=== maze_player_ctrl ===
maze_player_ctrl, port wiring:
Scale bar: 20 um.
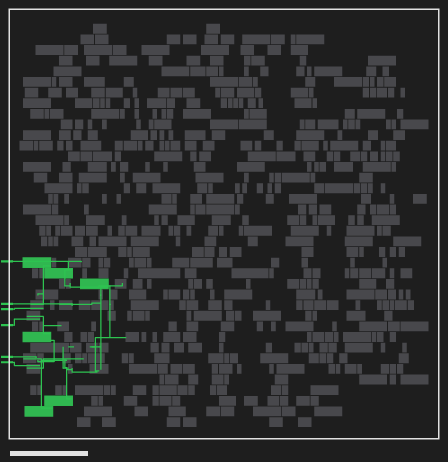

## src/rtl/maze_player_ctrl.sv

```systemverilog
// Player movement sequencer: probes the wall map along the leading edge of the footprint, then commits or rejects the move.
// Latency: request in cycle T -> lookups T+1..T+4, result visible T+6, idle again at T+6+MOVE_PERIOD (out-of-range: T+1+MOVE_PERIOD).
// Backpressure: button requests are only sampled in IDLE; busy is high from accept until the cooldown expires.
module maze_player_ctrl #(
  parameter int unsigned MAP_DIM     = 41,
  parameter int unsigned PCELLS      = 4,
  parameter int unsigned START_X     = 1,
  parameter int unsigned START_Y     = 1,
  parameter int unsigned GOAL_X      = 36,
  parameter int unsigned GOAL_Y      = 36,
  parameter int unsigned MOVE_PERIOD = 2_500_000
) (
  input  logic       clk,
  input  logic       rst,
  input  logic [3:0] state,
  input  logic       btn_up,
  input  logic       btn_down,
  input  logic       btn_left,
  input  logic       btn_right,
  output logic       map_req,
  output logic [5:0] map_row,
  output logic [5:0] map_col,
  input  logic       map_wall,
  output logic [5:0] player_x,
  output logic [5:0] player_y,
  output logic       busy,
  output logic       hit_wall,
  output logic       goal
);

  localparam int unsigned IW = $clog2(PCELLS);
  localparam int unsigned CW = $clog2(MOVE_PERIOD + 1);
  localparam logic [5:0] MAX_POS  = 6'(MAP_DIM - PCELLS);
  localparam logic [5:0] EDGE_OFS = 6'(PCELLS - 1);
  localparam logic [5:0] START_XV = 6'(START_X);
  localparam logic [5:0] START_YV = 6'(START_Y);
  localparam logic [5:0] GOAL_XV  = 6'(GOAL_X);
  localparam logic [5:0] GOAL_YV  = 6'(GOAL_Y);
  localparam logic [IW-1:0] LAST_IDX = IW'(PCELLS - 1);
  localparam logic [CW-1:0] COOL_INIT = CW'(MOVE_PERIOD - 1);

  typedef enum logic [1:0] {IDLE, PROBE, DECIDE, COOL} fsm_t;
  typedef enum logic [1:0] {DIR_UP, DIR_DOWN, DIR_LEFT, DIR_RIGHT} dir_t;

  fsm_t          fsm;
  dir_t          dir;
  logic [5:0]    tgt_x, tgt_y;
  logic [IW-1:0] idx;
  logic          wall_flag;
  logic [CW-1:0] cool_cnt;
  logic [3:0]    prev_state;

  logic       in_stage;
  logic       stage_reload;
  logic       req_any;
  dir_t       req_dir;
  logic [5:0] nxt_x, nxt_y;
  logic       req_oob;

  // Cell on the leading edge of the target footprint for lookup index i.
  function automatic logic [11:0] edge_cell(input dir_t d, input logic [5:0] tx,
                                            input logic [5:0] ty, input logic [IW-1:0] i);
    logic [5:0] r, c;
    r = ty;
    c = tx;
    case (d)
      DIR_UP:    begin r = ty;            c = tx + 6'(i);     end
      DIR_DOWN:  begin r = ty + EDGE_OFS; c = tx + 6'(i);     end
      DIR_LEFT:  begin r = ty + 6'(i);    c = tx;             end
      default:   begin r = ty + 6'(i);    c = tx + EDGE_OFS;  end
    endcase
    return {r, c};
  endfunction

  // Stage detection and direction decode; a 6-bit wrap on underflow lands above MAX_POS.
  always_comb begin
    in_stage     = (state == 4'd2) || (state == 4'd4) || (state == 4'd6);
    stage_reload = in_stage && (prev_state != state);
    req_any      = btn_up || btn_down || btn_left || btn_right;
    req_dir      = DIR_RIGHT;
    nxt_x        = player_x;
    nxt_y        = player_y;
    if (btn_up) begin
      req_dir = DIR_UP;
      nxt_y   = player_y - 6'd1;
    end else if (btn_down) begin
      req_dir = DIR_DOWN;
      nxt_y   = player_y + 6'd1;
    end else if (btn_left) begin
      req_dir = DIR_LEFT;
      nxt_x   = player_x - 6'd1;
    end else begin
      req_dir = DIR_RIGHT;
      nxt_x   = player_x + 6'd1;
    end
    req_oob = (nxt_x > MAX_POS) || (nxt_y > MAX_POS);
  end

  // Move sequencer: accept, probe leading edge, decide, cool down.
  always_ff @(posedge clk) begin
    if (rst) begin
      fsm        <= IDLE;
      dir        <= DIR_RIGHT;
      tgt_x      <= START_XV;
      tgt_y      <= START_YV;
      idx        <= '0;
      wall_flag  <= 1'b0;
      cool_cnt   <= '0;
      prev_state <= state;
      player_x   <= START_XV;
      player_y   <= START_YV;
      busy       <= 1'b0;
      hit_wall   <= 1'b0;
      goal       <= 1'b0;
      map_req    <= 1'b0;
      map_row    <= '0;
      map_col    <= '0;
    end else begin
      prev_state <= state;
      hit_wall   <= 1'b0;
      goal       <= 1'b0;
      if (!in_stage || stage_reload) begin
        fsm      <= IDLE;
        player_x <= START_XV;
        player_y <= START_YV;
        busy     <= 1'b0;
        cool_cnt <= '0;
        map_req  <= 1'b0;
        map_row  <= '0;
        map_col  <= '0;
      end else begin
        case (fsm)
          IDLE: begin
            if (req_any) begin
              dir   <= req_dir;
              tgt_x <= nxt_x;
              tgt_y <= nxt_y;
              busy  <= 1'b1;
              if (req_oob) begin
                hit_wall <= 1'b1;
                cool_cnt <= COOL_INIT;
                fsm      <= COOL;
              end else begin
                idx                <= '0;
                wall_flag          <= 1'b0;
                map_req            <= 1'b1;
                {map_row, map_col} <= edge_cell(req_dir, nxt_x, nxt_y, '0);
                fsm                <= PROBE;
              end
            end
          end
          PROBE: begin
            // The response for lookup idx-1 arrives while lookup idx is on the bus.
            if (idx != '0) begin
              wall_flag <= wall_flag | map_wall;
            end
            if (idx == LAST_IDX) begin
              map_req <= 1'b0;
              map_row <= '0;
              map_col <= '0;
              fsm     <= DECIDE;
            end else begin
              idx                <= idx + IW'(1);
              {map_row, map_col} <= edge_cell(dir, tgt_x, tgt_y, idx + IW'(1));
            end
          end
          DECIDE: begin
            if (wall_flag || map_wall) begin
              hit_wall <= 1'b1;
            end else begin
              player_x <= tgt_x;
              player_y <= tgt_y;
              goal     <= (tgt_x == GOAL_XV) && (tgt_y == GOAL_YV);
            end
            cool_cnt <= COOL_INIT;
            fsm      <= COOL;
          end
          default: begin
            if (cool_cnt == '0) begin
              busy <= 1'b0;
              fsm  <= IDLE;
            end else begin
              cool_cnt <= cool_cnt - CW'(1);
            end
          end
        endcase
      end
    end
  end

endmodule
```

## config.mk

```make
export PLATFORM = sky130hd
export DESIGN_NAME = maze_player_ctrl
export DESIGN_NICKNAME = d
export VERILOG_FILES = /design/src/rtl/maze_player_ctrl.sv
export SDC_FILE = /design/constraint.sdc
export NUM_CORES = 1
export LEC_CHECK = 0
export CAP_MARGIN = 40
export CELL_PAD_IN_SITES_DETAIL_PLACEMENT = 0
export CELL_PAD_IN_SITES_GLOBAL_PLACEMENT = 1
export CORE_MARGIN = 2
export CORE_UTILIZATION = 40
export DETAILED_ROUTE_END_ITERATION = 12
export PLACE_DENSITY_LB_ADDON = 0.08
export SYNTH_ARGS = -nofsm -noshare
export SYNTH_HDL_FRONTEND = slang
export SYNTH_SLANG_ARGS = --single-unit
```

## constraint.sdc

```tcl
create_clock -name clk -period 6.1 [get_ports clk]
set_input_delay 0.61 -clock clk [delete_from_list [all_inputs] [get_ports clk]]
set_output_delay 0.61 -clock clk [all_outputs]
set_load 0.02 [all_outputs]
```

=== perf_monitor ===
==> config.mk <==
export PLATFORM = sky130hd
export DESIGN_NAME = perf_monitor
export DESIGN_NICKNAME = d
export VERILOG_FILES = /design/src/rtl/perf_monitor.sv
export SDC_FILE = /design/constraint.sdc
export NUM_CORES = 1
export LEC_CHECK = 0
export ABC_CLOCK_PERIOD_IN_PS = 10000
export CORE_UTILIZATION = 49
export CTS_CLUSTER_SIZE = 12
export DETAILED_ROUTE_END_ITERATION = 12
export PLACE_DENSITY = 0.68
export RECOVER_POWER = 50
export REMOVE_ABC_BUFFERS = 1
export SKIP_CTS_REPAIR_TIMING = 1
export SLEW_MARGIN = 30
export SYNTH_ARGS = -nofsm -noshare
export SYNTH_HDL_FRONTEND = slang
export SYNTH_SLANG_ARGS = --single-unit
==> constraint.sdc <==
create_clock -name i_clk -period 10 [get_ports i_clk]
set_input_delay 3 -clock i_clk [delete_from_list [all_inputs] [get_ports i_clk]]
set_output_delay 3 -clock i_clk [all_outputs]
set_load 0.01 [all_outputs]
==> src/rtl/perf_monitor.sv <==
// Retirement performance monitor: saturating event counters plus a small
// IDLE/RUN/DONE/HUNG tracker that detects program end (PC spin) and hangs.
module perf_monitor #(
  parameter int CNT_W       = 32,
  parameter int HANG_CYCLES = 1024,
  parameter int HALT_REPEAT = 4
) (
  input  logic             i_clk,
  input  logic             i_reset,
  input  logic [31:0]      i_pc_debug,
  input  logic             i_insn_vld,
  input  logic             i_ctrl,
  input  logic             i_mispred,
  input  logic             i_clr,
  input  logic [1:0]       i_sel,
  output logic [CNT_W-1:0] o_rdata,
  output logic [1:0]       o_state,
  output logic             o_done,
  output logic             o_hang
);

  localparam int RW = $clog2(HALT_REPEAT + 1);
  localparam int IW = $clog2(HANG_CYCLES + 1);

  typedef enum logic [1:0] {
    S_IDLE = 2'd0,
    S_RUN  = 2'd1,
    S_DONE = 2'd2,
    S_HUNG = 2'd3
  } state_t;

  state_t           state_q;
  logic [CNT_W-1:0] cyc_q, insn_q, ctrl_q, mis_q, rdata_q;
  logic [31:0]      last_pc_q;
  logic [RW-1:0]    rep_q, rep_d;
  logic [IW-1:0]    idle_q;
  logic             active;

  function automatic logic [CNT_W-1:0] sat_inc(input logic [CNT_W-1:0] v);
    return (&v) ? v : v + {{(CNT_W-1){1'b0}}, 1'b1};
  endfunction

  // DONE and HUNG freeze everything; only IDLE and RUN observe retirements.
  assign active = (state_q == S_IDLE) || (state_q == S_RUN);
  assign rep_d  = (i_pc_debug == last_pc_q) ? rep_q + RW'(1) : RW'(1);

  always_ff @(posedge i_clk or posedge i_reset) begin
    if (i_reset) begin
      state_q   <= S_IDLE;
      cyc_q     <= '0;
      insn_q    <= '0;
      ctrl_q    <= '0;
      mis_q     <= '0;
      rdata_q   <= '0;
      last_pc_q <= '0;
      rep_q     <= '0;
      idle_q    <= '0;
    end else begin
      // Readout captures the pre-update counter value.
      case (i_sel)
        2'd0:    rdata_q <= cyc_q;
        2'd1:    rdata_q <= insn_q;
        2'd2:    rdata_q <= ctrl_q;
        default: rdata_q <= mis_q;
      endcase
      if (i_clr) begin
        state_q   <= S_IDLE;
        cyc_q     <= '0;
        insn_q    <= '0;
        ctrl_q    <= '0;
        mis_q     <= '0;
        last_pc_q <= '0;
        rep_q     <= '0;
        idle_q    <= '0;
      end else if (active) begin
        if (state_q == S_RUN || i_insn_vld) cyc_q <= sat_inc(cyc_q);
        if (i_insn_vld) begin
          insn_q    <= sat_inc(insn_q);
          if (i_ctrl)    ctrl_q <= sat_inc(ctrl_q);
          if (i_mispred) mis_q  <= sat_inc(mis_q);
          last_pc_q <= i_pc_debug;
          rep_q     <= rep_d;
          idle_q    <= '0;
          if (state_q == S_IDLE)               state_q <= S_RUN;
          else if (rep_d == RW'(HALT_REPEAT))  state_q <= S_DONE;
        end else if (state_q == S_RUN) begin
          idle_q <= idle_q + IW'(1);
          if (idle_q == IW'(HANG_CYCLES - 1)) state_q <= S_HUNG;
        end
      end
    end
  end

  assign o_rdata = rdata_q;
  assign o_state = state_q;
  assign o_done  = (state_q == S_DONE);
  assign o_hang  = (state_q == S_HUNG);

endmodule

=== btn_conditioner ===
$ cat src/rtl/btn_pkg.sv
// btn_pkg: shared defaults and helpers for the btn_conditioner front-panel
// input conditioner (btn_chan per-channel logic, btn_conditioner top).
package btn_pkg;

    // Default configuration: four buttons, 4-sample debounce,
    // first auto-repeat 10 cycles after the press, then every 3 cycles.
    localparam int BTN_N_DEF          = 4;
    localparam int BTN_DB_DEF         = 4;
    localparam int BTN_RPT_DELAY_DEF  = 10;
    localparam int BTN_RPT_PERIOD_DEF = 3;

    // Counter width needed to hold 0..value-1, never narrower than one bit
    // so that degenerate settings (value <= 2) still give a legal vector.
    function automatic int clog2_min1(input int value);
        int w;
        w = (value <= 2) ? 1 : $clog2(value);
        return w;
    endfunction

endpackage

$ cat src/rtl/btn_chan.sv
// btn_chan: one button channel -- 2-flop synchroniser, counter debounce,
// registered rise/fall pulses and, when BTN_CONDITIONER_REPEAT_EN is
// defined, an auto-repeat press stream while the button stays held.
// Without the macro no hold counter exists and o_press equals o_rise.
module btn_chan
    import btn_pkg::*;
#(
    parameter int DB_CYCLES     = BTN_DB_DEF,
    parameter int REPEAT_DELAY  = BTN_RPT_DELAY_DEF,
    parameter int REPEAT_PERIOD = BTN_RPT_PERIOD_DEF
) (
    input  logic clk,
    input  logic rst,
    input  logic i_btn,
    output logic o_level,
    output logic o_rise,
    output logic o_fall,
    output logic o_press
);

    localparam int            CW       = clog2_min1(DB_CYCLES);
    localparam logic [CW-1:0] CNT_LAST = CW'(DB_CYCLES - 1);

    // Reject illegal configurations at elaboration time.
    if (DB_CYCLES < 1 || REPEAT_DELAY < 2 || REPEAT_PERIOD < 1 ||
        REPEAT_PERIOD > REPEAT_DELAY) begin : g_bad_params
        $error("btn_chan: illegal DB_CYCLES/REPEAT_DELAY/REPEAT_PERIOD");
    end

    logic          r_s1;
    logic          r_s2;
    logic          r_state;
    logic [CW-1:0] r_cnt;
    logic          r_rise;
    logic          r_fall;
    logic          w_diff;
    logic          w_flip;

    // The synchronised sample disagrees with the accepted level; once that
    // has held for DB_CYCLES consecutive samples the level flips.
    assign w_diff = (r_s2 != r_state);
    assign w_flip = w_diff && (r_cnt == CNT_LAST);

    // Synchroniser, debounce counter and edge pulses.
    always_ff @(posedge clk) begin
        if (rst) begin
            r_s1    <= 1'b0;
            r_s2    <= 1'b0;
            r_state <= 1'b0;
            r_cnt   <= '0;
            r_rise  <= 1'b0;
            r_fall  <= 1'b0;
        end else begin
            r_s1 <= i_btn;
            r_s2 <= r_s1;
            if (!w_diff) begin
                r_cnt <= '0;
            end else if (w_flip) begin
                r_state <= r_s2;
                r_cnt   <= '0;
            end else begin
                r_cnt <= r_cnt + 1'b1;
            end
            r_rise <= w_flip && r_s2;
            r_fall <= w_flip && !r_s2;
        end
    end

    assign o_level = r_state;
    assign o_rise  = r_rise;
    assign o_fall  = r_fall;

`ifdef BTN_CONDITIONER_REPEAT_EN
    localparam int            HW          = clog2_min1(REPEAT_DELAY + 1);
    localparam logic [HW-1:0] HCNT_FIRE   = HW'(REPEAT_DELAY);
    localparam logic [HW-1:0] HCNT_RELOAD = HW'(REPEAT_DELAY - REPEAT_PERIOD);

    logic [HW-1:0] r_hcnt;
    logic [HW-1:0] w_hnext;
    logic          r_rep;

    assign w_hnext = r_hcnt + 1'b1;

    // Hold counter: restarts at every level flip (so a release in the cycle
    // a repeat is due wins and parks the counter at 0), counts while held,
    // and reloads after each repeat so later pulses come every REPEAT_PERIOD.
    always_ff @(posedge clk) begin
        if (rst) begin
            r_hcnt <= '0;
            r_rep  <= 1'b0;
        end else begin
            r_rep <= 1'b0;
            if (w_flip) begin
                r_hcnt <= '0;
            end else if (r_state) begin
                if (w_hnext == HCNT_FIRE) begin
                    r_rep  <= 1'b1;
                    r_hcnt <= HCNT_RELOAD;
                end else begin
                    r_hcnt <= w_hnext;
                end
            end
        end
    end

    assign o_press = r_rise | r_rep;
`else
    assign o_press = r_rise;
`endif

endmodule

$ cat src/rtl/btn_conditioner.sv
// btn_conditioner: N independent push-button conditioners (sync, debounce,
// rise/fall pulses, optional auto-repeat press stream). Auto-repeat is
// built only when BTN_CONDITIONER_REPEAT_EN is defined; otherwise press
// equals rise and the repeat parameters are ignored.
module btn_conditioner
    import btn_pkg::*;
#(
    parameter int N             = BTN_N_DEF,
    parameter int DB_CYCLES     = BTN_DB_DEF,
    parameter int REPEAT_DELAY  = BTN_RPT_DELAY_DEF,
    parameter int REPEAT_PERIOD = BTN_RPT_PERIOD_DEF
) (
    input  logic         clk,
    input  logic         rst,
    input  logic [N-1:0] btn,
    output logic [N-1:0] level,
    output logic [N-1:0] rise,
    output logic [N-1:0] fall,
    output logic [N-1:0] press
);

    for (genvar g = 0; g < N; g++) begin : g_chan
        btn_chan #(
            .DB_CYCLES     (DB_CYCLES),
            .REPEAT_DELAY  (REPEAT_DELAY),
            .REPEAT_PERIOD (REPEAT_PERIOD)
        ) u_chan (
            .clk     (clk),
            .rst     (rst),
            .i_btn   (btn[g]),
            .o_level (level[g]),
            .o_rise  (rise[g]),
            .o_fall  (fall[g]),
            .o_press (press[g])
        );
    end

endmodule
$ cat config.mk
export PLATFORM = sky130hd
export DESIGN_NAME = btn_conditioner
export DESIGN_NICKNAME = d
export VERILOG_FILES = /design/src/rtl/btn_pkg.sv /design/src/rtl/btn_chan.sv /design/src/rtl/btn_conditioner.sv
export SDC_FILE = /design/constraint.sdc
export NUM_CORES = 1
export LEC_CHECK = 0
export ABC_AREA = 1
export CAP_MARGIN = 20
export CORE_MARGIN = 2
export CORE_UTILIZATION = 25
export CTS_CLUSTER_DIAMETER = 40
export DETAILED_ROUTE_END_ITERATION = 10
export SYNTH_ARGS = -nofsm -noshare
export SYNTH_HDL_FRONTEND = slang
export SYNTH_HIERARCHICAL = 1
export SYNTH_SLANG_ARGS = --single-unit
$ cat constraint.sdc
create_clock -name clk -period 2.4 [get_ports clk]
set_input_delay 0.48 -clock clk [delete_from_list [all_inputs] [get_ports clk]]
set_output_delay 0.48 -clock clk [all_outputs]
set_load 0.02 [all_outputs]
=== cu_microsequencer_flat ===
==> src/rtl/cu_microsequencer_pkg.sv <==
// rtl/cu_microsequencer_pkg.sv - shared constants for the control-unit microsequencer
// Purpose: advance-select codes, sequencer state encoding, control-word bit
//          positions and the NOP / write-enable constants.
// Ports:   none (package).
package cu_pkg;

   localparam int UADDR_W_DEF = 9;
   localparam int CW_W_DEF    = 59;

   // adv_sel field of the control word
   localparam logic [1:0] ADV_NEXT     = 2'b00;
   localparam logic [1:0] ADV_DISPATCH = 2'b01;
   localparam logic [1:0] ADV_FETCH    = 2'b10;
   localparam logic [1:0] ADV_BRANCH   = 2'b11;

   // sequencer state register encoding
   localparam logic [1:0] ST_RUN   = 2'd0;
   localparam logic [1:0] ST_STALL = 2'd1;
   localparam logic [1:0] ST_HALT  = 2'd2;

   localparam int ADV_LO        = 28;
   localparam int ADV_HI        = 29;
   localparam int DB_NREAD_BIT  = 30;
   localparam int DB_NWRITE_BIT = 2;

   // bus strobes are active-low, so the idle word carries both of them high
   localparam logic [58:0] CW_NOP = (59'd1 << DB_NREAD_BIT) | (59'd1 << DB_NWRITE_BIT);

   localparam logic [58:0] CW_WE_MASK =
        (59'd1 << 2)  | (59'd1 << 19) | (59'd1 << 26) | (59'd1 << 27)
      | (59'd1 << 35) | (59'd1 << 36) | (59'd1 << 37) | (59'd1 << 40)
      | (59'd1 << 48) | (59'd1 << 51) | (59'd1 << 52) | (59'd1 << 56)
      | (59'd1 << 57) | (59'd1 << 58);

   // db_nwrite is active-low: clearing it would start a write, so it is
   // left alone while stalled and only the active-high enables are cleared
   localparam logic [58:0] CW_STALL_CLEAR = CW_WE_MASK & ~(59'd1 << DB_NWRITE_BIT);

   function automatic logic is_mem_op(input logic [58:0] cw);
      return !cw[DB_NREAD_BIT] || !cw[DB_NWRITE_BIT];
   endfunction

endpackage

==> src/rtl/cu_microsequencer_if.sv <==
// rtl/cu_microsequencer_if.sv - microcode ROM / control-unit bundle for the sequencer
// Purpose: groups the ROM address/data, dispatch and condition inputs, the
//          wait/halt/interrupt handshakes and the gated control word.
// Modports: master = sequencer (drives ucode_addr, irq_ack, halted,
//           control_signals); slave = surrounding control unit and ROM.
interface cu_microsequencer_if
   import cu_pkg::*;
#(
   parameter int UADDR_W = UADDR_W_DEF,
   parameter int CW_W    = CW_W_DEF
);
   logic [UADDR_W-1:0] ucode_addr;
   logic [CW_W-1:0]    ucode_data;
   logic [UADDR_W-1:0] dispatch_addr;
   logic               cond_true;
   logic               mem_wait;
   logic               halt_req;
   logic               irq_pending;
   logic               irq_ack;
   logic               halted;
   logic [CW_W-1:0]    control_signals;

   modport master (
      output ucode_addr, irq_ack, halted, control_signals,
      input  ucode_data, dispatch_addr, cond_true, mem_wait, halt_req, irq_pending
   );

   modport slave (
      input  ucode_addr, irq_ack, halted, control_signals,
      output ucode_data, dispatch_addr, cond_true, mem_wait, halt_req, irq_pending
   );
endinterface

==> src/rtl/cu_microsequencer_next_upc.sv <==
// rtl/cu_microsequencer_next_upc.sv - combinational next micro-PC selection
// Purpose: decodes adv_sel, applies stall hold and irq/halt priority, wraps upc+1.
// Ports: upc, adv, dispatch_addr, cond_true, halt_req, irq_pending, in_halt,
//        stall (in); next_upc, take_irq, enter_halt (out).
module cu_next_upc
   import cu_pkg::*;
#(
   parameter int                 UADDR_W = UADDR_W_DEF,
   parameter logic [UADDR_W-1:0] FETCH_A = '0,
   parameter logic [UADDR_W-1:0] IRQ_A   = UADDR_W'(1)
) (
   input  logic [UADDR_W-1:0] upc,
   input  logic [1:0]         adv,
   input  logic [UADDR_W-1:0] dispatch_addr,
   input  logic               cond_true,
   input  logic               halt_req,
   input  logic               irq_pending,
   input  logic               in_halt,
   input  logic               stall,
   output logic [UADDR_W-1:0] next_upc,
   output logic               take_irq,
   output logic               enter_halt
);
   logic [UADDR_W-1:0] upc_inc;

   // natural wrap at 2^UADDR_W
   assign upc_inc = upc + UADDR_W'(1);

   always_comb begin
      next_upc   = upc_inc;
      take_irq   = 1'b0;
      enter_halt = 1'b0;
      if (in_halt) begin
         if (irq_pending) begin
            next_upc = IRQ_A;
            take_irq = 1'b1;
         end else begin
            next_upc = FETCH_A;
         end
      end else if (stall) begin
         // stall outranks everything, including a pending FETCH decision
         next_upc = upc;
      end else begin
         case (adv)
            ADV_NEXT:     next_upc = upc_inc;
            ADV_DISPATCH: next_upc = dispatch_addr;
            ADV_FETCH: begin
               if (irq_pending) begin
                  next_upc = IRQ_A;
                  take_irq = 1'b1;
               end else if (halt_req) begin
                  next_upc   = FETCH_A;
                  enter_halt = 1'b1;
               end else begin
                  next_upc = FETCH_A;
               end
            end
            default:      next_upc = cond_true ? upc_inc : FETCH_A;
         endcase
      end
   end
endmodule

==> src/rtl/cu_microsequencer.sv <==
// rtl/cu_microsequencer.sv - microcode sequencer for the CPU control unit
// Purpose: owns the micro-PC, addresses the microcode ROM, gates the control
//          word (stall write-enable masking, NOP in HALT/reset) and handles
//          memory-wait stalls, HALT and interrupt entry.
// Ports: clk, rst_n (sync active-low); bus (master modport): ucode_addr,
//        ucode_data, dispatch_addr, cond_true, mem_wait, halt_req,
//        irq_pending, irq_ack, halted, control_signals.
module cu_microsequencer
   import cu_pkg::*;
#(
   parameter int          UADDR_W    = UADDR_W_DEF,
   parameter int          CW_W       = CW_W_DEF,
   parameter int unsigned FETCH_ADDR = 0,
   parameter int unsigned IRQ_ADDR   = 1
) (
   input  logic                 clk,
   input  logic                 rst_n,
   cu_microsequencer_if.master  bus
);
   localparam logic [UADDR_W-1:0] FETCH_A = UADDR_W'(FETCH_ADDR);
   localparam logic [UADDR_W-1:0] IRQ_A   = UADDR_W'(IRQ_ADDR);

   logic [UADDR_W-1:0] upc;
   logic [UADDR_W-1:0] next_upc;
   logic [1:0]         state;
   logic [1:0]         state_n;
   logic [CW_W-1:0]    cw;
   logic [1:0]         adv;
   logic               in_halt;
   logic               mem_op;
   logic               stall;
   logic               take_irq;
   logic               enter_halt;

   assign cw      = bus.ucode_data;
   assign adv     = cw[ADV_HI:ADV_LO];
   assign in_halt = (state == ST_HALT);
   assign mem_op  = is_mem_op(cw);
   // the STALL state only records the stall; the decision itself is
   // combinational so a ready bus costs no extra cycle
   assign stall   = !in_halt && mem_op && bus.mem_wait;

   cu_next_upc #(
      .UADDR_W (UADDR_W),
      .FETCH_A (FETCH_A),
      .IRQ_A   (IRQ_A)
   ) u_next_upc (
      .upc           (upc),
      .adv           (adv),
      .dispatch_addr (bus.dispatch_addr),
      .cond_true     (bus.cond_true),
      .halt_req      (bus.halt_req),
      .irq_pending   (bus.irq_pending),
      .in_halt       (in_halt),
      .stall         (stall),
      .next_upc      (next_upc),
      .take_irq      (take_irq),
      .enter_halt    (enter_halt)
   );

   always_comb begin
      state_n = ST_RUN;
      if (in_halt) begin
         state_n = take_irq ? ST_RUN : ST_HALT;
      end else if (stall) begin
         state_n = ST_STALL;
      end else if (enter_halt) begin
         state_n = ST_HALT;
      end
   end

   always_ff @(posedge clk) begin
      if (!rst_n) begin
         upc   <= FETCH_A;
         state <= ST_RUN;
      end else begin
         upc   <= next_upc;
         state <= state_n;
      end
   end

   always_comb begin
      bus.control_signals = cw;
      if (!rst_n || in_halt) begin
         bus.control_signals = CW_NOP;
      end else if (stall) begin
         // strobes and selects stay asserted; only register writes are held off
         bus.control_signals = cw & ~CW_STALL_CLEAR;
      end
   end

   assign bus.ucode_addr = upc;
   assign bus.irq_ack    = rst_n && take_irq;
   assign bus.halted     = in_halt;

endmodule

==> src/flat_wrapper.sv <==
// flat-port wrapper written by rule: the top's interface ports become plain ports
module cu_microsequencer_flat import cu_pkg::*;
#(
   parameter int          UADDR_W    = UADDR_W_DEF,
   parameter int          CW_W       = CW_W_DEF,
   parameter int unsigned FETCH_ADDR = 0,
   parameter int unsigned IRQ_ADDR   = 1
)
  (clk, rst_n, bus_ucode_addr, bus_irq_ack, bus_halted, bus_control_signals, bus_ucode_data, bus_dispatch_addr, bus_cond_true, bus_mem_wait, bus_halt_req, bus_irq_pending);
  cu_microsequencer_if #(.UADDR_W(UADDR_W), .CW_W(CW_W)) bus_i ();
  input  logic clk;
  input  logic rst_n;
  output wire logic [$bits(bus_i.ucode_addr)-1:0] bus_ucode_addr;
  output wire logic [$bits(bus_i.irq_ack)-1:0] bus_irq_ack;
  output wire logic [$bits(bus_i.halted)-1:0] bus_halted;
  output wire logic [$bits(bus_i.control_signals)-1:0] bus_control_signals;
  input wire logic [$bits(bus_i.ucode_data)-1:0] bus_ucode_data;
  input wire logic [$bits(bus_i.dispatch_addr)-1:0] bus_dispatch_addr;
  input wire logic [$bits(bus_i.cond_true)-1:0] bus_cond_true;
  input wire logic [$bits(bus_i.mem_wait)-1:0] bus_mem_wait;
  input wire logic [$bits(bus_i.halt_req)-1:0] bus_halt_req;
  input wire logic [$bits(bus_i.irq_pending)-1:0] bus_irq_pending;
  assign bus_ucode_addr = bus_i.ucode_addr;
  assign bus_irq_ack = bus_i.irq_ack;
  assign bus_halted = bus_i.halted;
  assign bus_control_signals = bus_i.control_signals;
  assign bus_i.ucode_data = bus_ucode_data;
  assign bus_i.dispatch_addr = bus_dispatch_addr;
  assign bus_i.cond_true = bus_cond_true;
  assign bus_i.mem_wait = bus_mem_wait;
  assign bus_i.halt_req = bus_halt_req;
  assign bus_i.irq_pending = bus_irq_pending;
  cu_microsequencer #(.UADDR_W(UADDR_W), .CW_W(CW_W), .FETCH_ADDR(FETCH_ADDR), .IRQ_ADDR(IRQ_ADDR)) u_core (.clk(clk), .rst_n(rst_n), .bus(bus_i));
endmodule
==> config.mk <==
export PLATFORM = sky130hd
export DESIGN_NAME = cu_microsequencer_flat
export DESIGN_NICKNAME = d
export VERILOG_FILES = /design/src/rtl/cu_microsequencer_pkg.sv /design/src/rtl/cu_microsequencer_if.sv /design/src/rtl/cu_microsequencer_next_upc.sv /design/src/rtl/cu_microsequencer.sv /design/src/flat_wrapper.sv
export SDC_FILE = /design/constraint.sdc
export NUM_CORES = 1
export LEC_CHECK = 0
export ABC_AREA = 1
export CAP_MARGIN = 20
export CORE_UTILIZATION = 28
export CTS_CLUSTER_DIAMETER = 150
export DETAILED_ROUTE_END_ITERATION = 10
export GPL_TIMING_DRIVEN = 0
export MAX_ROUTING_LAYER = met4
export PLACE_DENSITY = 0.8
export SLEW_MARGIN = 20
export SYNTH_ARGS = -nofsm -noshare
export SYNTH_HDL_FRONTEND = slang
export SYNTH_SLANG_ARGS = --single-unit
==> constraint.sdc <==
create_clock -name clk -period 1.6 [get_ports clk]
set_input_delay 0.4 -clock clk [delete_from_list [all_inputs] [get_ports clk]]
set_output_delay 0.4 -clock clk [all_outputs]
set_load 0.01 [all_outputs]
perf_monitor, M1 wires:
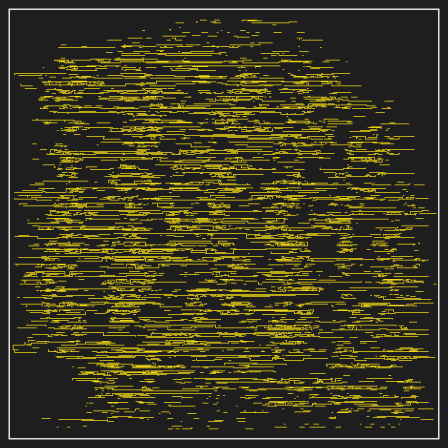
The longest straight run is 54.3 um. The layer holds 46% of the routed length. 1135 nets have wire on it. The layer carries 12600 um of wire. The wires run mostly horizontal.
routed via count: 9007
routed wire length: 27.5 mm

==> summary.txt, perf_monitor <==
Flow results.

- The finished cells cover around 0.013 mm2.
- The average wire per cell in the routed design is 18.6 um.
- The highest routed metal layer is met4.
- The first global-routing pass estimated between 40 and 50 mm of wire.
- The most used flip-flop cell after synthesis is sky130_fd_sc_hd__dfrtp_1.
- The worst register-to-register path ends at insn_q[28]$_DFFE_PP0P_.
- The number of multi-input combinational cells in the layout is approximately 840.
- The internal reg-to-reg setup slack is roughly 6.7 ns.
- The DRC marker count from the first detailed-route iteration is about 870.
- The layout has 34 clock buffers.
- The stat command in Yosys gives a chip area of 0.0111 mm2.
- The post-synthesis share of cell area spent on xor and xnor gates is 0.0575.
- The final timing report lists a max-slew violation count of 33.
- The post-route worst hold slack is approximately 0.50 ns.
- The final reports fail on design-rule violations, max-capacitance violations, max-slew violations.
- The area used by multi-input combinational logic is about 0.0056 mm2.
- The number of logic stages on the critical path including buffering is 6.
- The count of endpoints failing setup in the final report is 0.
- According to the timing report, the critical path is captured at insn_q[28]$_DFFE_PP0P_.
- The total of plain and repair buffers excluding clock buffers is roughly 88.
- The transition time at the pin with the least slew margin is between 1.5 and 2 ns.
- The static leakage power is roughly 5.1 nW.
- The total power consumption of the routed design is around 1.9 mW.
- TritonRoute reported its final design rule violation total as 5.
- After the last flow step, the layout net total stands at roughly 1200.
- The flow ran to the end, but the final reports show violations.
- In the global route stage, overall resource usage came out at 0.239.
- The cell type with the largest total area after synthesis is sky130_fd_sc_hd__dfrtp_1.
- Power attributed to the clock group is ~0.91 mW.
- After filler insertion, the fill cell instance count of the layout stands at between 1500 and 2000.
- The routed length on met2 is ~13 mm.
- The number of antenna violations at the first check in global routing is 0.
- Entering global routing, the biggest net connects about 140 pins.
- The max-capacitance violation count is 1.
- For the final database, setup skew stands at 0.00663 ns.
- The kind of launch point of the worst setup path is a primary input.
- Per the post-CTS timing run, clock transition at the registers of the reported paths is 0.06 ns.
- Per the post-run analysis, buffers plus inverters along the critical path come to 1.
- The synthesis log from Yosys contains 0 warnings.
- Of the synthesized area, sequential elements account for 0.468.
- For the worst reg-to-reg path, the startpoint reported by OpenROAD is o_state[1]$_DFFE_PP0P_.
- The flow inserted between 200 and 300 tap cells.
- Of the available clock period, the critical path in the final layout requires 0.613.
- The mean area per synthesized cell is between 9 and 10 um2.
maze_player_ctrl, M1 wires:
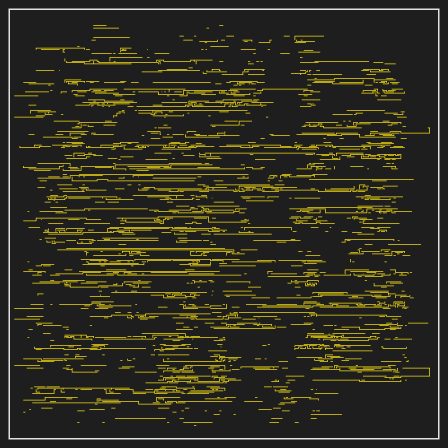
The longest straight run is 45.1 um. The wires run mostly horizontal. 562 nets have wire on it. The layer holds 42% of the routed length.

About 'port wiring' of maze_player_ctrl:
`player_y`: drawn in green, direction output, end cells 6, buffers 6, wire 272 um.

==> summary.txt, maze_player_ctrl <==
Flow results.

- The slowest library cell on the worst path is sky130_fd_sc_hd__nor2_1.
- The time the final worst path needs with I/O delays and setup is 4.16 ns.
- After synthesis, the share of cell area in mux cells is 0.0157.
- Global routing finished with a remaining overflow of 0.
- OpenSTA lists the critical path endpoint as cool_cnt[3]$_SDFFE_PP0P_.
- Summing over every cut layer, the via total after detailed routing is around 4000.
- The post-synth count of flops with an enable pin is 0.
- The share of synthesized cell area in full adder, half adder and majority cells is 0.0725.
- The final layout contains around 600 nets.
- The top cell family by delay on the critical path is simple AND/OR/NAND/NOR gates.
- The flow ran to the end, and the final reports show no timing, DRC or antenna violations.
- Per the finish-stage timing summary, setup violations number 0.
- The mean number of vias per cell is around 5.6.
- The flip-flop count of the largest register after layout is 22.
- The pin count of the biggest net entering global routing is 29.
- Fill cells in the final layout number about 1100.
- The number of tap instances is 140.
- The most common logic cell in the final layout is sky130_fd_sc_hd__dfxtp_1.
- The clock group share of total power is 0.417.
- The total routing resource utilization after global routing is 0.227.
- The share of flip-flops with an asynchronous set or reset after synthesis is 0.
- The critical hold path startpoint is cool_cnt[20]$_SDFFE_PP0P_.
- The worst setup path is launched from a primary input.
- The critical path crosses 10 cells after its start point.
- According to the CTS report, the clock sink count is 73.
- The area used by multi-input combinational logic is 0.00277 mm2.
- The chip area estimate from yosys synthesis is 0.00445 mm2.
- The worst setup path startpoint is btn_up.
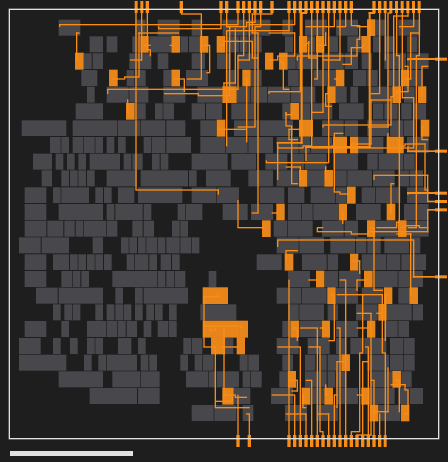
cu_microsequencer_flat: port wiring
Scale bar: 20 um.
`bus_ucode_data`: drawn in orange, direction input, end cells 64, buffers 59, wire 1490 um.

==> summary.txt, cu_microsequencer_flat <==
Flow results.

- The flow ran to the end, but the final reports show violations.
- The checks that failed: negative setup slack.
- Looking at the global route congestion table, the highest-usage layer is met2.
- Summed over all cells, the static leakage comes to about 1.6 nW.
- The combinational group share of total power is 0.531.
- The area fraction in and, or, nand and nor cells is 0.487.
- The routed length on met2 is roughly 3 mm.
- Per the OpenROAD floorplan log, the height of the die is about 70 um.
- Among the stages of the critical path, the cell type that occurs most often is sky130_fd_sc_hd__nor2_4.
- The tally of nets with antenna violations remaining after routing is 0.
- The class of the most critical hold timing path is primary input to flip-flop.
- The H-tree depth reported by CTS is 1.
- From the final report, the count of setup violators was given as 46.
- In the detailed route, the total length drawn on met3 is approximately 350 um.
- The area share of the largest cell type after synthesis is 0.200.
- For the pin with the worst max-slew slack, the measured transition is roughly 0.24 ns.
- Between clock sinks in the finished design, the worst skew comes to between 0.001 and 0.0015 ns.
- Before any placement, the netlist area is recorded as about 0.0013 mm2.
- Timing would allow up to between 500 and 600 MHz.
- Among logic cells in the layout, the one with the most instances is sky130_fd_sc_hd__clkdlybuf4s50_1.
- After layout, the minimum clock period comes to 1.73 ns.
- The share of the Yosys chip area taken by registers is 0.173.
- The worst register-to-register path ends at u_core.bus.ucode_addr[8]$_SDFFE_PN0P_.
- The most common flop cell mapped by yosys is sky130_fd_sc_hd__dfxtp_1.
- The worst path setup slack after routing is -0.134 ns.
- The clock input transition at the sequential cells of the worst setup and hold paths is 0.05 ns.
- The share of flip-flops with an asynchronous set or reset after synthesis is 0.
- The number of rows created at floorplan is 24.
- The cell sitting at the root of the clock tree is a sky130_fd_sc_hd__clkbuf_8.
- The number of antenna violations at the first check in global routing is 0.
- The worst hold path terminates at u_core.state[1]$_SDFF_PN0_.
- met2 track demand over resource after global routing is 0.433.
- In this run the critical register-to-register path is launched from u_core.bus.ucode_addr[0]$_SDFFE_PN0P_.
btn_conditioner, where the registers sit:
Other sequential cells in the stronger grey, the rest of the logic in the fainter grey.
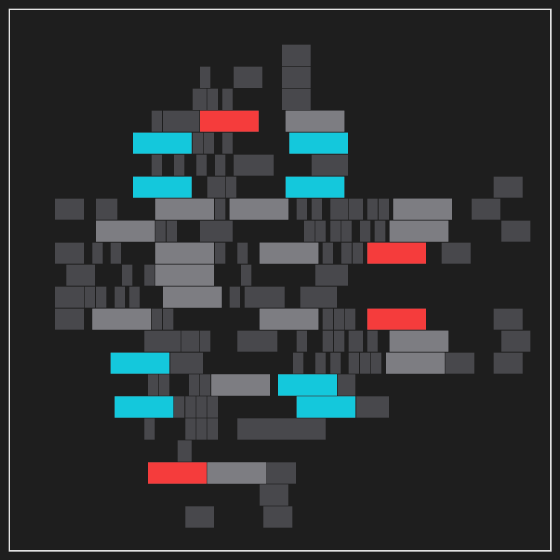
`g_chan.u_chan/r_cnt`: drawn in cyan, placed flops 8. `g_chan.u_chan/o_level`: drawn in red, placed flops 4.
Another 16 sequential cells are not coloured.

==> summary.txt, btn_conditioner <==
Flow results.

- The flow ran to the end, and the final reports show no timing, DRC or antenna violations.
- The most frequent logic cell in the layout is sky130_fd_sc_hd__dfxtp_1.
- The delay contributed by the slowest stage of the critical path is about 0.63 ns.
- For reference, the top cells by area after synthesis are sky130_fd_sc_hd__dfxtp_1 (57%), sky130_fd_sc_hd__nor2_1 (9.1%), sky130_fd_sc_hd__inv_1 (7.6%), sky130_fd_sc_hd__nand2_1 (7.6%), sky130_fd_sc_hd__ha_1 (5.1%).
- The net switching power of the design is between 0.15 and 0.2 mW.
- Yosys instantiated no cell more often than sky130_fd_sc_hd__dfxtp_1.
- The number of multi-input combinational cells in the layout is 60.
- The first global-routing pass estimated approximately 2.3 mm of wire.
- The number of clock buffers in the layout is 3.
- The internal reg-to-reg setup slack is around 1.5 ns.
- The kind of cell with the highest combined delay along the critical path is buffers and inverters.
- The last weighted congestion value of the routability-driven placer is approximately 0.67.
- The detailed router finished its first iteration with 14 violations.
- Of all nets on the critical path, the largest fanout is 4.
- TritonCTS built the clock tree.
- Counting flops per register, the top entry is g_chan.u_chan/r_cnt.
- During tapcell insertion the tool placed approximately 48 well taps.
- For reference, the mux area share after synthesis is 0.
- In the routed design, unresolved DRC markers number 0.
- The area growth from synthesis to layout is 32.4%.
- The final-report hold violation count is 0.
- For this run, the register share of the synthesized area comes to 0.569.
- The count of flip-flops with a built-in enable after synthesis is 0.
- The mean number of vias per cell is around 3.7.
- The share of flip-flops with an asynchronous set or reset after synthesis is 0.
- The required time at the endpoint of the critical path is 1.92 ns.
- The cell class with the largest area share is sequential cells.
- The chip area estimate from yosys synthesis is ~990 um2.
- For the finished layout, the period the worst path requires is around 1.8 ns.
- In this run, the synthesized area fraction spent on adder and majority cells is recorded as 0.0508.
- The critical path capture point is level[0].
- The I/O pin total is 22.
- The post-synthesis share of cell area spent on xor and xnor gates is 0.
- In this run, post-CTS hold repair placed 0 buffers.
- The reg-to-reg startpoint is g_chan[0].u_chan/r_cnt[0]$_SDFF_PP0_.
- The worst clock skew is 0.00343 ns.
- The cell type with the largest total area after synthesis is sky130_fd_sc_hd__dfxtp_1.
- Per the final report, the share of cell area in clock cells is 0.0547.
- In the per-layer breakdown of the detailed-route log, met1 shows between 500 and 600 um.

==> gallery <==
Clock distribution.
Plate I
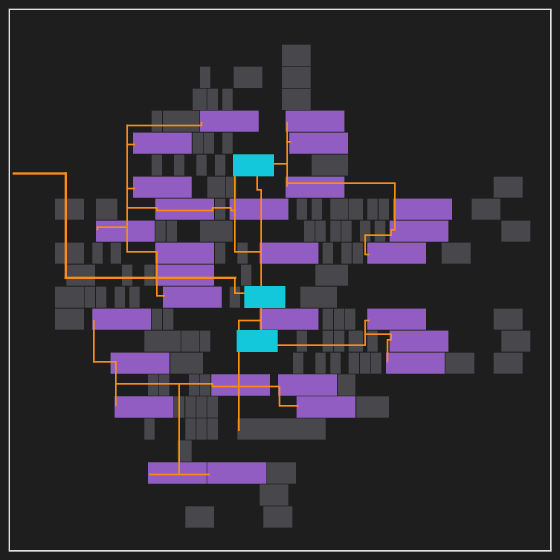
Plate II
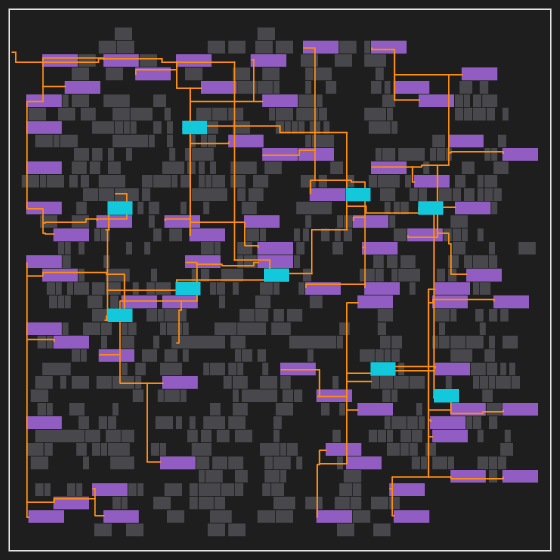
Plate III
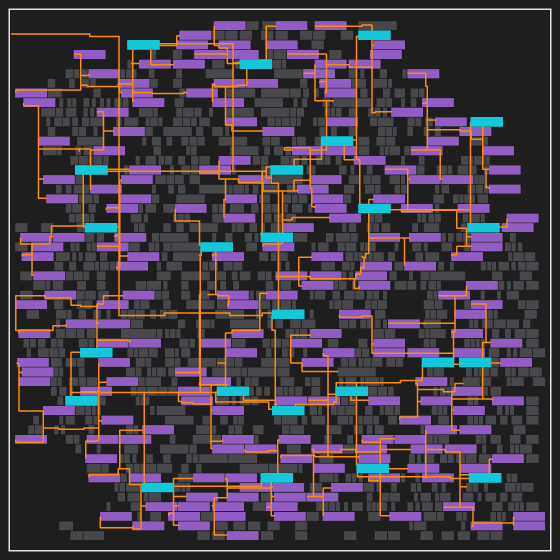
Plate IV
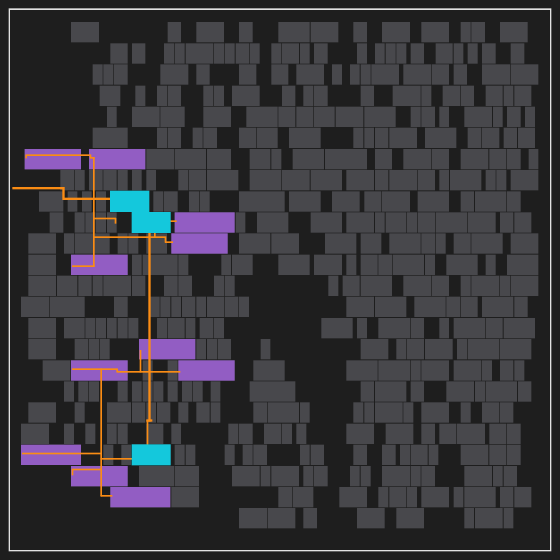
- fewest sequential cells: Plate IV
- most sequential cells: Plate III
Plate II -> maze_player_ctrl
Plate III -> perf_monitor
Plate I -> btn_conditioner
Plate IV -> cu_microsequencer_flat



## Gallery

Congestion heat map.
picture 1
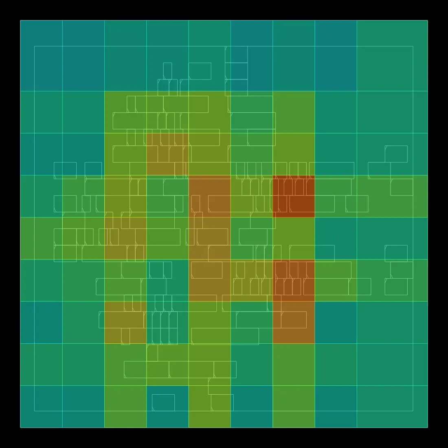
picture 2
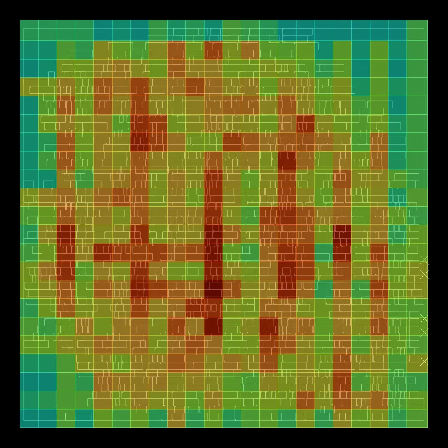
picture 3
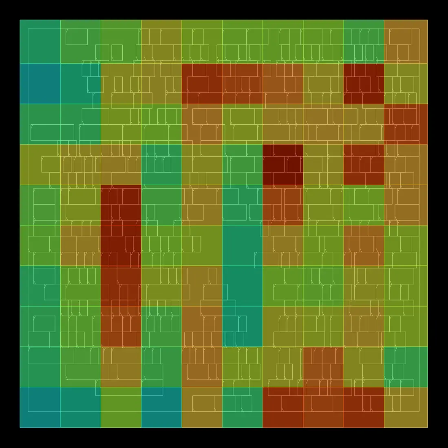
picture 4
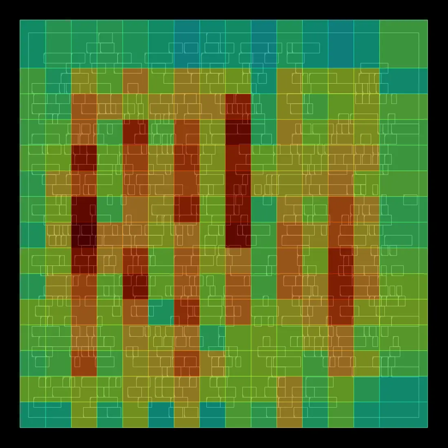
Picture 1 comes from btn_conditioner.
Picture 3 comes from cu_microsequencer_flat.
Picture 2 comes from perf_monitor.
Picture 4 comes from maze_player_ctrl.
The one with the lowest track usage is picture 1.
The one with the least wire per cell is picture 1.

No activity file was given, so power comes from the tool's default toggle rates.
